# ---- delay_gate ----
File: config.mk
export PLATFORM = sky130hd
export DESIGN_NAME = delay_gate
export DESIGN_NICKNAME = d
export VERILOG_FILES = /design/src/rtl/delay_gate_pkg.sv /design/src/rtl/delay_gate_fn.sv /design/src/rtl/delay_gate.sv
export SDC_FILE = /design/constraint.sdc
export NUM_CORES = 1
export LEC_CHECK = 0
export CAP_MARGIN = 15
export CORE_AREA = 4 4 41 43
export CTS_CLUSTER_DIAMETER = 40
export DETAILED_ROUTE_END_ITERATION = 10
export DIE_AREA = 0 0 45 47
export GPL_TIMING_DRIVEN = 0
export RECOVER_POWER = 50
export SYNTH_ARGS = -nofsm -noshare
export SYNTH_HDL_FRONTEND = slang
export SYNTH_HIERARCHICAL = 1
export SYNTH_SLANG_ARGS = --single-unit
export TNS_END_PERCENT = 30
File: constraint.sdc
create_clock -name clk -period 1.3 [get_ports clk]
set_clock_uncertainty 0.2 [all_clocks]
set_input_delay 0.26 -clock clk [delete_from_list [all_inputs] [get_ports clk]]
set_output_delay 0.26 -clock clk [all_outputs]
set_load 0.005 [all_outputs]
File: src/rtl/delay_gate_pkg.sv
// Shared definitions for delay_gate: gate function encodings and delay limits.
package delay_gate_pkg;

  localparam int FN_AO21 = 0;
  localparam int FN_AND3 = 1;
  localparam int FN_OR3  = 2;
  localparam int FN_XOR3 = 3;
  localparam int FN_MAJ3 = 4;

  localparam int DELAY_MIN = 1;
  localparam int DELAY_MAX = 64;

  function automatic bit fn_legal(input int fn);
    return (fn >= FN_AO21) && (fn <= FN_MAJ3);
  endfunction

  function automatic bit delay_legal(input int d);
    return (d >= DELAY_MIN) && (d <= DELAY_MAX);
  endfunction

endpackage

File: src/rtl/delay_gate_fn.sv
// Purely combinational three-input gate; FN picks the boolean function.
module delay_gate_fn
  import delay_gate_pkg::*;
#(
  parameter int FN = FN_AO21
) (
  input  logic a,
  input  logic b,
  input  logic c,
  output logic g
);

  always_comb begin
    g = 1'b0;
    case (FN)
      FN_AO21: g = (a & b) | c;
      FN_AND3: g = a & b & c;
      FN_OR3:  g = a | b | c;
      FN_XOR3: g = a ^ b ^ c;
      FN_MAJ3: g = (a & b) | (a & c) | (b & c);
      default: g = 1'b0;
    endcase
  end

endmodule

File: src/rtl/delay_gate.sv
// Gate result of a/b/c delayed by DELAY cycles, as a transport shift
// register or as an inertial (pulse-rejecting) filter.
module delay_gate
  import delay_gate_pkg::*;
#(
  parameter int FN       = FN_AO21,
  parameter int DELAY    = 4,
  parameter int INERTIAL = 0
) (
  input  logic clk,
  input  logic rst_n,
  input  logic a,
  input  logic b,
  input  logic c,
  output logic y,
  output logic y_valid
);

  localparam int CNT_W = $clog2(DELAY + 1);

  if (!fn_legal(FN)) begin : g_bad_fn
    $error("delay_gate: illegal FN value %0d", FN);
  end
  if (!delay_legal(DELAY)) begin : g_bad_delay
    $error("delay_gate: DELAY %0d outside %0d..%0d", DELAY, DELAY_MIN, DELAY_MAX);
  end
  if ((INERTIAL != 0) && (INERTIAL != 1)) begin : g_bad_mode
    $error("delay_gate: illegal INERTIAL value %0d", INERTIAL);
  end

  logic g;

  delay_gate_fn #(.FN(FN)) u_fn (
    .a (a),
    .b (b),
    .c (c),
    .g (g)
  );

  // y_valid rises on the DELAY-th sampling edge after reset release
  logic [CNT_W-1:0] vld_cnt;

  always_ff @(posedge clk) begin
    if (!rst_n) begin
      vld_cnt <= '0;
      y_valid <= 1'b0;
    end else if (!y_valid) begin
      if (vld_cnt == CNT_W'(DELAY - 1)) y_valid <= 1'b1;
      vld_cnt <= vld_cnt + CNT_W'(1);
    end
  end

  if (INERTIAL == 0) begin : g_transport
    // stage 0 takes g; stage DELAY-1 drives y
    logic [DELAY-1:0] sr_p;

    always_ff @(posedge clk) begin
      if (!rst_n) begin
        sr_p <= '0;
      end else begin
        sr_p[0] <= g;
        for (int i = 1; i < DELAY; i++) sr_p[i] <= sr_p[i-1];
      end
    end

    assign y = sr_p[DELAY-1];
  end else begin : g_inertial
    // cnt counts consecutive samples disagreeing with y; y follows after DELAY of them
    logic [CNT_W-1:0] cnt;
    logic [CNT_W-1:0] cnt_inc;
    logic             y_p0;

    assign cnt_inc = cnt + CNT_W'(1);

    always_ff @(posedge clk) begin
      if (!rst_n) begin
        cnt  <= '0;
        y_p0 <= 1'b0;
      end else if (g == y_p0) begin
        cnt <= '0;
      end else if (cnt_inc == CNT_W'(DELAY)) begin
        y_p0 <= g;
        cnt  <= '0;
      end else begin
        cnt <= cnt_inc;
      end
    end

    assign y = y_p0;
  end

endmodule

# ---- line_raster_engine ----
[src/rtl/pm_gfx_pkg.sv]
// Shared graphics-pipeline constants and the line engine state encoding.
package pm_gfx_pkg;

   // Framebuffer geometry and bus widths
   localparam int unsigned FB_WIDTH  = 320;
   localparam int unsigned FB_HEIGHT = 240;
   localparam int unsigned COORD_W   = 10;
   localparam int unsigned ADDR_W    = 17;
   localparam int unsigned COLOR_W   = 8;

   // Line engine control states
   localparam int unsigned STATE_W   = 2;

   typedef enum logic [STATE_W-1:0] {
      IDLE = 2'd0,
      DRAW = 2'd1,
      DONE = 2'd2
   } line_state_e;

endpackage : pm_gfx_pkg

[src/rtl/fb_addr_calc.sv]
// Linear framebuffer address: y*FB_WIDTH + x. Purely combinational; shared
// with the memory-clear block.
module fb_addr_calc #(
   parameter int unsigned FB_WIDTH = pm_gfx_pkg::FB_WIDTH,
   parameter int unsigned COORD_W  = pm_gfx_pkg::COORD_W,
   parameter int unsigned ADDR_W   = pm_gfx_pkg::ADDR_W
) (
   input  logic [COORD_W-1:0] x_i,
   input  logic [COORD_W-1:0] y_i,
   output logic [ADDR_W-1:0]  addr_o
);

   // Wide enough for the largest y*FB_WIDTH + x without wrap
   localparam int unsigned SUM_W = COORD_W + $clog2(FB_WIDTH) + 1;

   logic [SUM_W-1:0] sum;

   generate
      if (FB_WIDTH == 320) begin : g_shift_add
         // 320 = 256 + 64, so the multiply collapses to two shifted adds
         always_comb sum = (SUM_W'(y_i) << 8) + (SUM_W'(y_i) << 6) + SUM_W'(x_i);
      end else begin : g_mult
         // Generic row stride
         always_comb sum = (SUM_W'(y_i) * SUM_W'(FB_WIDTH)) + SUM_W'(x_i);
      end
   endgenerate

   assign addr_o = ADDR_W'(sum);

endmodule : fb_addr_calc

[src/rtl/line_raster_engine.sv]
// Bresenham line rasteriser: one command per start strobe, one framebuffer
// write per clock, held finish level when the line is complete.
module line_raster_engine
   import pm_gfx_pkg::*;
#(
   parameter int unsigned FB_WIDTH  = pm_gfx_pkg::FB_WIDTH,
   parameter int unsigned FB_HEIGHT = pm_gfx_pkg::FB_HEIGHT,
   parameter int unsigned COORD_W   = pm_gfx_pkg::COORD_W,
   parameter int unsigned ADDR_W    = pm_gfx_pkg::ADDR_W,
   parameter int unsigned COLOR_W   = pm_gfx_pkg::COLOR_W
) (
   input  logic               clk,
   input  logic               reset,
   input  logic               line_reset,
   input  logic               start,
   input  logic [COORD_W-1:0] x0,
   input  logic [COORD_W-1:0] y0,
   input  logic [COORD_W-1:0] x1,
   input  logic [COORD_W-1:0] y1,
   input  logic [COLOR_W-1:0] color,
   output logic               fb_we,
   output logic [ADDR_W-1:0]  fb_addr,
   output logic [COLOR_W-1:0] fb_data,
   output logic               busy,
   output logic               finish
);

   // Error term and its doubled form
   localparam int unsigned ERR_W = COORD_W + 2;
   localparam int unsigned E2_W  = COORD_W + 3;

   line_state_e               state_q;

   // Walk position, end point and colour of the active line
   logic [COORD_W-1:0]        cx_q;
   logic [COORD_W-1:0]        cy_q;
   logic [COORD_W-1:0]        ex_q;
   logic [COORD_W-1:0]        ey_q;
   logic [COLOR_W-1:0]        color_q;

   // Bresenham state: dx >= 0, dy <= 0, step directions as "negative" flags
   logic signed [ERR_W-1:0]   dx_q;
   logic signed [ERR_W-1:0]   dy_q;
   logic signed [ERR_W-1:0]   err_q;
   logic                      sx_neg_q;
   logic                      sy_neg_q;

   // Registered outputs
   logic                      fb_we_q;
   logic [ADDR_W-1:0]         fb_addr_q;
   logic [COLOR_W-1:0]        fb_data_q;
   logic                      busy_q;
   logic                      finish_q;

   // Setup terms derived from the raw command
   logic [COORD_W-1:0]        adx;
   logic [COORD_W-1:0]        ady;
   logic signed [ERR_W-1:0]   dx_init;
   logic signed [ERR_W-1:0]   dy_init;
   logic signed [ERR_W-1:0]   err_init;
   logic                      sx_neg_init;
   logic                      sy_neg_init;

   // Per-step terms
   logic signed [E2_W-1:0]    e2;
   logic signed [E2_W-1:0]    dx_ext;
   logic signed [E2_W-1:0]    dy_ext;
   logic                      step_x;
   logic                      step_y;
   logic [COORD_W-1:0]        cx_d;
   logic [COORD_W-1:0]        cy_d;
   logic signed [ERR_W-1:0]   err_d;
   logic                      at_end;
   logic                      on_screen;
   logic                      accept;
   logic [ADDR_W-1:0]         pix_addr;

   // Address of the current walk position
   fb_addr_calc #(
      .FB_WIDTH (FB_WIDTH),
      .COORD_W  (COORD_W),
      .ADDR_W   (ADDR_W)
   ) u_addr (
      .x_i    (cx_q),
      .y_i    (cy_q),
      .addr_o (pix_addr)
   );

   // Command setup: absolute deltas, directions and initial error
   always_comb begin
      sx_neg_init = (x1 < x0);
      sy_neg_init = (y1 < y0);
      adx         = sx_neg_init ? (x0 - x1) : (x1 - x0);
      ady         = sy_neg_init ? (y0 - y1) : (y1 - y0);
      dx_init     = $signed(ERR_W'(adx));
      dy_init     = -$signed(ERR_W'(ady));
      err_init    = dx_init + dy_init;
   end

   // One Bresenham step; both axes may advance in the same cycle
   always_comb begin
      e2     = {err_q[ERR_W-1], err_q, 1'b0};
      dx_ext = {dx_q[ERR_W-1], dx_q};
      dy_ext = {dy_q[ERR_W-1], dy_q};
      step_x = (e2 >= dy_ext);
      step_y = (e2 <= dx_ext);

      err_d = err_q;
      if (step_x) err_d = err_d + dy_q;
      if (step_y) err_d = err_d + dx_q;

      cx_d = cx_q;
      if (step_x) cx_d = sx_neg_q ? (cx_q - COORD_W'(1)) : (cx_q + COORD_W'(1));

      cy_d = cy_q;
      if (step_y) cy_d = sy_neg_q ? (cy_q - COORD_W'(1)) : (cy_q + COORD_W'(1));

      at_end    = (cx_q == ex_q) && (cy_q == ey_q);
      on_screen = (32'(cx_q) < FB_WIDTH) && (32'(cy_q) < FB_HEIGHT);
      accept    = start && ((state_q == IDLE) || (state_q == DONE));
   end

   // Datapath: latch a new command or advance the walk while drawing
   always_ff @(posedge clk or posedge reset) begin
      if (reset) begin
         cx_q     <= '0;
         cy_q     <= '0;
         ex_q     <= '0;
         ey_q     <= '0;
         color_q  <= '0;
         dx_q     <= '0;
         dy_q     <= '0;
         err_q    <= '0;
         sx_neg_q <= 1'b0;
         sy_neg_q <= 1'b0;
      end else if (!line_reset) begin
         if (accept) begin
            cx_q     <= x0;
            cy_q     <= y0;
            ex_q     <= x1;
            ey_q     <= y1;
            color_q  <= color;
            dx_q     <= dx_init;
            dy_q     <= dy_init;
            err_q    <= err_init;
            sx_neg_q <= sx_neg_init;
            sy_neg_q <= sy_neg_init;
         end else if ((state_q == DRAW) && !at_end) begin
            cx_q  <= cx_d;
            cy_q  <= cy_d;
            err_q <= err_d;
         end
      end
   end

   // Control FSM with registered handshake and write-port outputs
   always_ff @(posedge clk or posedge reset) begin
      if (reset) begin
         state_q   <= IDLE;
         fb_we_q   <= 1'b0;
         fb_addr_q <= '0;
         fb_data_q <= '0;
         busy_q    <= 1'b0;
         finish_q  <= 1'b0;
      end else if (line_reset) begin
         state_q  <= IDLE;
         fb_we_q  <= 1'b0;
         busy_q   <= 1'b0;
         finish_q <= 1'b0;
      end else begin
         case (state_q)
            IDLE: begin
               fb_we_q <= 1'b0;
               if (start) begin
                  state_q <= DRAW;
                  busy_q  <= 1'b1;
               end
            end
            DRAW: begin
               // Off-screen points still take their cycle, just without a write
               fb_we_q   <= on_screen;
               fb_addr_q <= pix_addr;
               fb_data_q <= color_q;
               if (at_end) state_q <= DONE;
            end
            DONE: begin
               fb_we_q  <= 1'b0;
               busy_q   <= 1'b0;
               finish_q <= 1'b1;
               if (start) begin
                  state_q  <= DRAW;
                  busy_q   <= 1'b1;
                  finish_q <= 1'b0;
               end
            end
            default: begin
               state_q  <= IDLE;
               fb_we_q  <= 1'b0;
               busy_q   <= 1'b0;
               finish_q <= 1'b0;
            end
         endcase
      end
   end

   assign fb_we   = fb_we_q;
   assign fb_addr = fb_addr_q;
   assign fb_data = fb_data_q;
   assign busy    = busy_q;
   assign finish  = finish_q;

endmodule : line_raster_engine

[config.mk]
export PLATFORM = sky130hd
export DESIGN_NAME = line_raster_engine
export DESIGN_NICKNAME = d
export VERILOG_FILES = /design/src/rtl/pm_gfx_pkg.sv /design/src/rtl/fb_addr_calc.sv /design/src/rtl/line_raster_engine.sv
export SDC_FILE = /design/constraint.sdc
export NUM_CORES = 1
export LEC_CHECK = 0
export ABC_AREA = 0
export CAP_MARGIN = 10
export CORE_ASPECT_RATIO = 0.75
export CORE_UTILIZATION = 30
export DETAILED_ROUTE_END_ITERATION = 8
export PLACE_DENSITY = 0.44
export SETUP_SLACK_MARGIN = 0.02
export SLEW_MARGIN = 0
export SYNTH_ARGS = -nofsm -noshare
export SYNTH_HDL_FRONTEND = slang
export SYNTH_SLANG_ARGS = --single-unit
[constraint.sdc]
create_clock -name clk -period 4.04 [get_ports clk]
set_input_delay 0.404 -clock clk [delete_from_list [all_inputs] [get_ports clk]]
set_output_delay 0.404 -clock clk [all_outputs]
set_load 0.03 [all_outputs]
==> line_raster_engine/io_placement.png <==
(1.5 px per µm) Pins as bars across the die edge, other pins in grey.
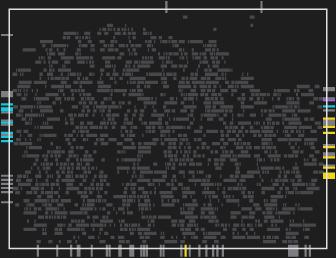
Yellow stands for x0, pins 10, direction input, edge 9 right, 1 bottom. Cyan stands for fb_data, pins 8, direction output, edge 7 left, 1 right. Purple stands for finish, pins 1, direction output, edge right.
All pins by edge: 35 bottom, 22 right, 21 left, 2 top.
DIE WIDTH: 211 µm
IO buf count: 79
Die H: 158 µm

==> impl_metrics.tcl, line_raster_engine <==
# place-and-route summary
set metrics [dict create \
    drt-met1-wl_um 18400 \
    buf_share 0.175 \
    failed_checks "negative setup slack" \
    status "complete, but fails checks" \
    mux_share 0.0226 \
    rr_startpoint "dy_q[1]" \
    wl_met2_um 12400 \
    post-place-cells 1836 \
    fin_crit_sh 1.02 \
    synth_flops 114 \
    drc_errors 0 \
    simple_gate_share 0.169 \
    xor_area_frac 0.0768 \
    finClkSkew_ns 0.0107 \
    largest_class "logic gates" \
    synth.logic.top_family "AND-OR/OR-AND gates" \
    areaGrowthSynthToFinish_pct 39.5 \
    critPathTopFamily "AND-OR/OR-AND gates" \
    logic_gates 908 \
    n_all_buffers 288 \
    min_to "ey_q[7]" \
    rsz0062_at_grt "true" \
    rows 56 \
    ys_top_cells_by_area "dfrtp_1, ha_1, nand2_1, a21oi_1, o21ai_0" \
    utilization 0.431 \
    crit_chain "inv_2 -> ha_4 -> nor2b_4 -> o21a_1 -> o21a_1 -> o211ai_1 -> a21oi_2 -> o22ai_2 -> buf_6 -> mux2_4 -> ha_4 -> a21o_1 -> a21oi_4 -> nor2b_2 -> o21a_1 -> o41a_1 -> nand3_1 -> nand2_2 -> xor2_1 -> mux2i_1 -> a21oi_1 -> and3_1" \
    syn-num-nets 1359 \
    p_seq_frac 0.181 \
    ys_types 71 \
    p_clk_frac 0.146 \
    tightest_slew_ns 1.02 \
    cts_hold_buf 0 \
    layout_setup_ws_ns -0.0785 \
    hold_path_class "in2reg" \
    num-clock-buffers 23 \
    setup_viol 4 \
]
==> delay_gate/flops_by_reg.png <==
(6 px per µm)
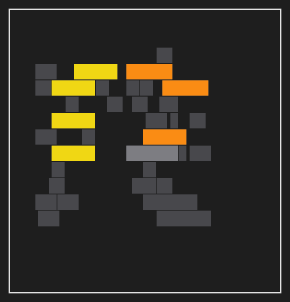
Yellow stands for g_transport.sr_p, flops 4. Orange stands for vld_cnt, flops 3.
Another 1 sequential cells are not coloured.
post-layout util: 0.330
Seq area share: 0.388

==> impl_metrics.tcl, delay_gate <==
# place-and-route summary
set metrics [dict create \
    fp-utilization 0.216 \
    reg2reg_to "vld_cnt[2]" \
    place_area_um2 364 \
    layout_setup_ws_ns -0.0149 \
    status "complete, but fails checks" \
    register_area_um2 166 \
    xor_area_frac 0.0311 \
    drv_slew 0 \
    fin_setup_tns_ns -0.0149 \
    ys_top_cells_by_area "dfxtp_1, and2_1, ha_1, a21boi_2, mux2i_1" \
    failed_checks "negative setup slack" \
    simple_gate_share 0.169 \
    reg.largest.list "g_transport.sr_p (4), vld_cnt (3), y_valid (1)" \
    wl_met2_um 261 \
    drc_errors 0 \
    tightest_slew_ns 0.197 \
    start_kind "flop" \
    setup_viol 1 \
    min_path_cells 1 \
    cts_hold_buf 0 \
    layout_top_cells "and2_1, dfxtp_1, clkdlybuf4s50_1, clkbuf_4" \
    power.switching_uw 141 \
    cts.path.max_buffers 2 \
    use_met3 0.0766 \
    antenna_found_initial 0 \
    stdcell_count 50 \
]

==> notes/layouts.md <==
Pictures saved along the way, in no particular order.

Metal layers overlaid.
shot_01.png
(8 px per µm)
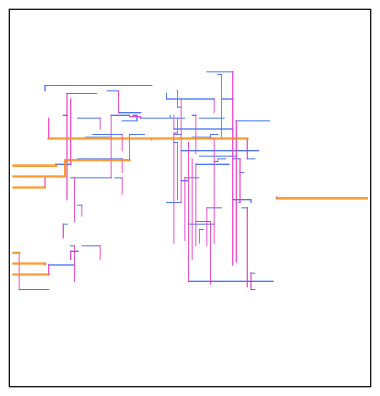
shot_02.png
(2 px per µm)
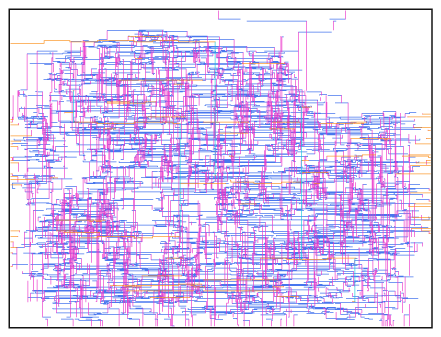
The one with the most wire is shot_02.png.
The one with the largest die is shot_02.png.
shot_02.png comes from line_raster_engine.
shot_01.png comes from delay_gate.


# ---- branch_resolve_ctrl ----
==> branch_resolve_ctrl/io_fan.png <==
(3 px per µm)
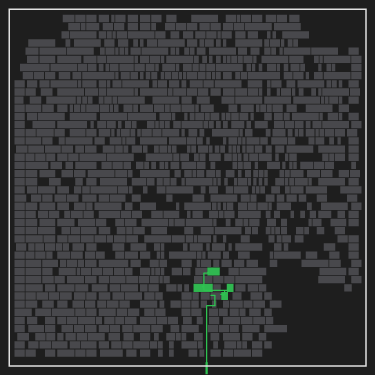
==> branch_resolve_ctrl/flops_by_reg.png <==
(2 px per µm)
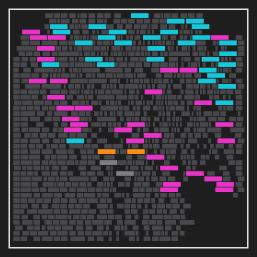
File: src/rtl/branch_resolve_ctrl_pkg.sv
// Shared opcode constants, FSM state encoding and branch-decode helpers
// for the ID-stage branch resolution controller.
package branch_resolve_ctrl_pkg;

   localparam logic [5:0] OP_REGIMM = 6'b000001;
   localparam logic [5:0] OP_BEQ    = 6'b000100;
   localparam logic [5:0] OP_BNE    = 6'b000101;
   localparam logic [5:0] OP_BLEZ   = 6'b000110;
   localparam logic [5:0] OP_BGTZ   = 6'b000111;

   localparam logic [4:0] RI_BLTZ   = 5'b00000;
   localparam logic [4:0] RI_BGEZ   = 5'b00001;
   localparam logic [4:0] RI_BLTZAL = 5'b10000;
   localparam logic [4:0] RI_BGEZAL = 5'b10001;

   typedef enum logic [1:0] {
      BR_IDLE     = 2'd0,
      BR_WAIT     = 2'd1,
      BR_RESOLVE  = 2'd2,
      BR_REDIRECT = 2'd3
   } br_state_e;

   function automatic logic is_branch(input logic [5:0] op, input logic [4:0] rt);
      logic r;
      r = 1'b0;
      case (op)
         OP_BEQ, OP_BNE, OP_BLEZ, OP_BGTZ: r = 1'b1;
         OP_REGIMM: r = (rt == RI_BLTZ) || (rt == RI_BGEZ) ||
                        (rt == RI_BLTZAL) || (rt == RI_BGEZAL);
         default: r = 1'b0;
      endcase
      return r;
   endfunction

   function automatic logic is_link(input logic [5:0] op, input logic [4:0] rt);
      return (op == OP_REGIMM) && ((rt == RI_BLTZAL) || (rt == RI_BGEZAL));
   endfunction

   // Only the two-operand compares read rt as a register.
   function automatic logic uses_rt(input logic [5:0] op);
      return (op == OP_BEQ) || (op == OP_BNE);
   endfunction

endpackage

File: src/rtl/branch_resolve_ctrl_br_cond.sv
// Combinational branch condition evaluator: a is the rs operand, b the rt
// operand; sign tests use the MSB directly.
module br_cond
   import branch_resolve_ctrl_pkg::*;
#(
   parameter int DW = 32
) (
   input  logic [5:0]    op,
   input  logic [4:0]    rt,
   input  logic [DW-1:0] a,
   input  logic [DW-1:0] b,
   output logic          taken
);

   logic a_neg;
   logic a_zero;

   assign a_neg  = a[DW-1];
   assign a_zero = (a == '0);

   always_comb begin
      taken = 1'b0;
      case (op)
         OP_BEQ:  taken = (a == b);
         OP_BNE:  taken = (a != b);
         OP_BGTZ: taken = !a_neg && !a_zero;
         OP_BLEZ: taken = a_neg || a_zero;
         OP_REGIMM: begin
            case (rt)
               RI_BLTZ, RI_BLTZAL: taken = a_neg;
               RI_BGEZ, RI_BGEZAL: taken = !a_neg;
               default:            taken = 1'b0;
            endcase
         end
         default: taken = 1'b0;
      endcase
   end

endmodule

File: src/rtl/branch_resolve_ctrl.sv
// Holds a conditional branch in ID until its operands are hazard-free,
// resolves it, then issues a one-cycle PC redirect and optional r31 link write.
module branch_resolve_ctrl
   import branch_resolve_ctrl_pkg::*;
#(
   parameter int DW = 32,
   parameter int RW = 5
) (
   input  logic          clk,
   input  logic          resetn,
   input  logic          id_valid,
   input  logic [5:0]    id_op,
   input  logic [RW-1:0] id_rt,
   input  logic [RW-1:0] id_rs_addr,
   input  logic [RW-1:0] id_rt_addr,
   input  logic [DW-1:0] id_rs_data,
   input  logic [DW-1:0] id_rt_data,
   input  logic [DW-1:0] id_pc_plus4,
   input  logic [15:0]   id_imm,
   input  logic          ex_wr_en,
   input  logic [RW-1:0] ex_wr_addr,
   input  logic          mem_wr_en,
   input  logic [RW-1:0] mem_wr_addr,
   input  logic          mem_is_load,
   input  logic [DW-1:0] mem_wr_data,
   output logic          stall_id,
   output logic          br_taken,
   output logic [DW-1:0] br_target,
   output logic          link_we,
   output logic [DW-1:0] link_data,
   output logic          busy
);

   br_state_e     state_q, state_d;
   logic          taken_q, taken_d;
   logic          link_q, link_d;
   logic [DW-1:0] br_target_q, br_target_d;
   logic [DW-1:0] link_data_q, link_data_d;

   logic          valid_br;
   logic          rs_hz, rt_hz, hz;
   logic          rs_fwd, rt_fwd;
   logic [DW-1:0] rs_op, rt_op;
   logic [DW-1:0] target;
   logic          cond;

   // Gated by resetn so stall_id is already low while reset is held.
   assign valid_br = resetn && id_valid && is_branch(id_op, id_rt);

   // An EX producer or a MEM load cannot be forwarded yet: wait it out.
   assign rs_hz = (id_rs_addr != '0) &&
                  ((ex_wr_en && (ex_wr_addr == id_rs_addr)) ||
                   (mem_wr_en && mem_is_load && (mem_wr_addr == id_rs_addr)));
   assign rt_hz = uses_rt(id_op) && (id_rt_addr != '0) &&
                  ((ex_wr_en && (ex_wr_addr == id_rt_addr)) ||
                   (mem_wr_en && mem_is_load && (mem_wr_addr == id_rt_addr)));
   assign hz    = rs_hz || rt_hz;

   assign rs_fwd = (id_rs_addr != '0) && mem_wr_en && (mem_wr_addr == id_rs_addr);
   assign rt_fwd = (id_rt_addr != '0) && mem_wr_en && (mem_wr_addr == id_rt_addr);
   assign rs_op  = rs_fwd ? mem_wr_data : id_rs_data;
   assign rt_op  = rt_fwd ? mem_wr_data : id_rt_data;

   assign target = id_pc_plus4 + {{(DW-18){id_imm[15]}}, id_imm, 2'b00};

   br_cond #(.DW(DW)) u_br_cond (
      .op    (id_op),
      .rt    (id_rt),
      .a     (rs_op),
      .b     (rt_op),
      .taken (cond)
   );

   always_comb begin
      state_d     = state_q;
      taken_d     = taken_q;
      link_d      = link_q;
      br_target_d = br_target_q;
      link_data_d = link_data_q;
      stall_id    = 1'b0;
      br_taken    = 1'b0;
      link_we     = 1'b0;
      case (state_q)
         BR_IDLE: begin
            if (valid_br) begin
               stall_id = 1'b1;
               state_d  = hz ? BR_WAIT : BR_RESOLVE;
            end
         end
         BR_WAIT: begin
            stall_id = 1'b1;
            if (!hz) state_d = BR_RESOLVE;
         end
         BR_RESOLVE: begin
            stall_id    = 1'b1;
            taken_d     = cond;
            link_d      = is_link(id_op, id_rt);
            br_target_d = target;
            link_data_d = id_pc_plus4 + {{(DW-3){1'b0}}, 3'd4};
            state_d     = BR_REDIRECT;
         end
         BR_REDIRECT: begin
            // ID is released here; the delay slot enters ID next cycle.
            br_taken = taken_q;
            link_we  = link_q;
            state_d  = BR_IDLE;
         end
         default: state_d = BR_IDLE;
      endcase
   end

   always_ff @(posedge clk or negedge resetn) begin
      if (!resetn) begin
         state_q     <= BR_IDLE;
         taken_q     <= 1'b0;
         link_q      <= 1'b0;
         br_target_q <= '0;
         link_data_q <= '0;
      end else begin
         state_q     <= state_d;
         taken_q     <= taken_d;
         link_q      <= link_d;
         br_target_q <= br_target_d;
         link_data_q <= link_data_d;
      end
   end

   assign br_target = br_target_q;
   assign link_data = link_data_q;
   assign busy      = (state_q != BR_IDLE);

endmodule

File: config.mk
export PLATFORM = sky130hd
export DESIGN_NAME = branch_resolve_ctrl
export DESIGN_NICKNAME = d
export VERILOG_FILES = /design/src/rtl/branch_resolve_ctrl_pkg.sv /design/src/rtl/branch_resolve_ctrl_br_cond.sv /design/src/rtl/branch_resolve_ctrl.sv
export SDC_FILE = /design/constraint.sdc
export NUM_CORES = 1
export LEC_CHECK = 0
export CAP_MARGIN = 0
export CORE_UTILIZATION = 46
export CTS_BUF_LIST = sky130_fd_sc_hd__clkbuf_8
export CTS_CLUSTER_SIZE = 12
export DETAILED_ROUTE_END_ITERATION = 16
export GPL_TIMING_DRIVEN = 0
export PLACE_DENSITY = 0.9
export SLEW_MARGIN = 20
export SYNTH_ARGS = -nofsm -noshare
export SYNTH_HDL_FRONTEND = slang
export SYNTH_HIERARCHICAL = 1
export SYNTH_SLANG_ARGS = --single-unit
File: constraint.sdc
create_clock -name clk -period 2.5 [get_ports clk]
set_input_delay 0.25 -clock clk [delete_from_list [all_inputs] [get_ports clk]]
set_output_delay 0.25 -clock clk [all_outputs]
set_load 0.02 [all_outputs]
==> impl_metrics.tcl <==
# place-and-route summary
set metrics [dict create \
    mux_share 0.159 \
    drc_errors 0 \
    grt_max_degree 39 \
    start_kind "input pin" \
    logic_gates 596 \
    layout_setup_ws_ns -0.434 \
    status "complete, but fails checks" \
    grt_overflow 0 \
    grt_pass1_wl_um 35600 \
    combGateArea_um2 5050 \
    p_leak_nw 4.07 \
    cts_sinks 66 \
    setup_viol 2 \
    flop_cell "dfrtp_1" \
    hold_path_class "in2reg" \
    firstDrtPassIters 5 \
    cts.htree.levels 3 \
    crit_slowest_cell "or4_4" \
    ys.warnings.count 6 \
    final_cell_area_um2 10200 \
    netlist_instances 698 \
    cts_tree "built" \
    syn-num-nets 916 \
    rsz0062_at_grt "true" \
    nWellTaps 176 \
    failed_checks "negative setup slack" \
    pre_cts_ws_ns -1.35 \
    p_int_mw 4.36 \
]
## Picture notes: branch_resolve_ctrl/io_fan.png
Green stands for mem_wr_en, bits 1, direction input, edge bottom, end cells 4, wire 46.8 µm.
# IOs: 249
IO buf count: 248

## Picture notes: branch_resolve_ctrl/flops_by_reg.png
Cyan stands for link_data, flops 30, where a band across the top. Magenta stands for br_target, flops 32, where widely spread. Orange stands for state_q, flops 2.
Power Sequential: 1.95 mW
Seq area share: 0.162
post-layout util: 0.769


Power and IR drop assume default switching activity.
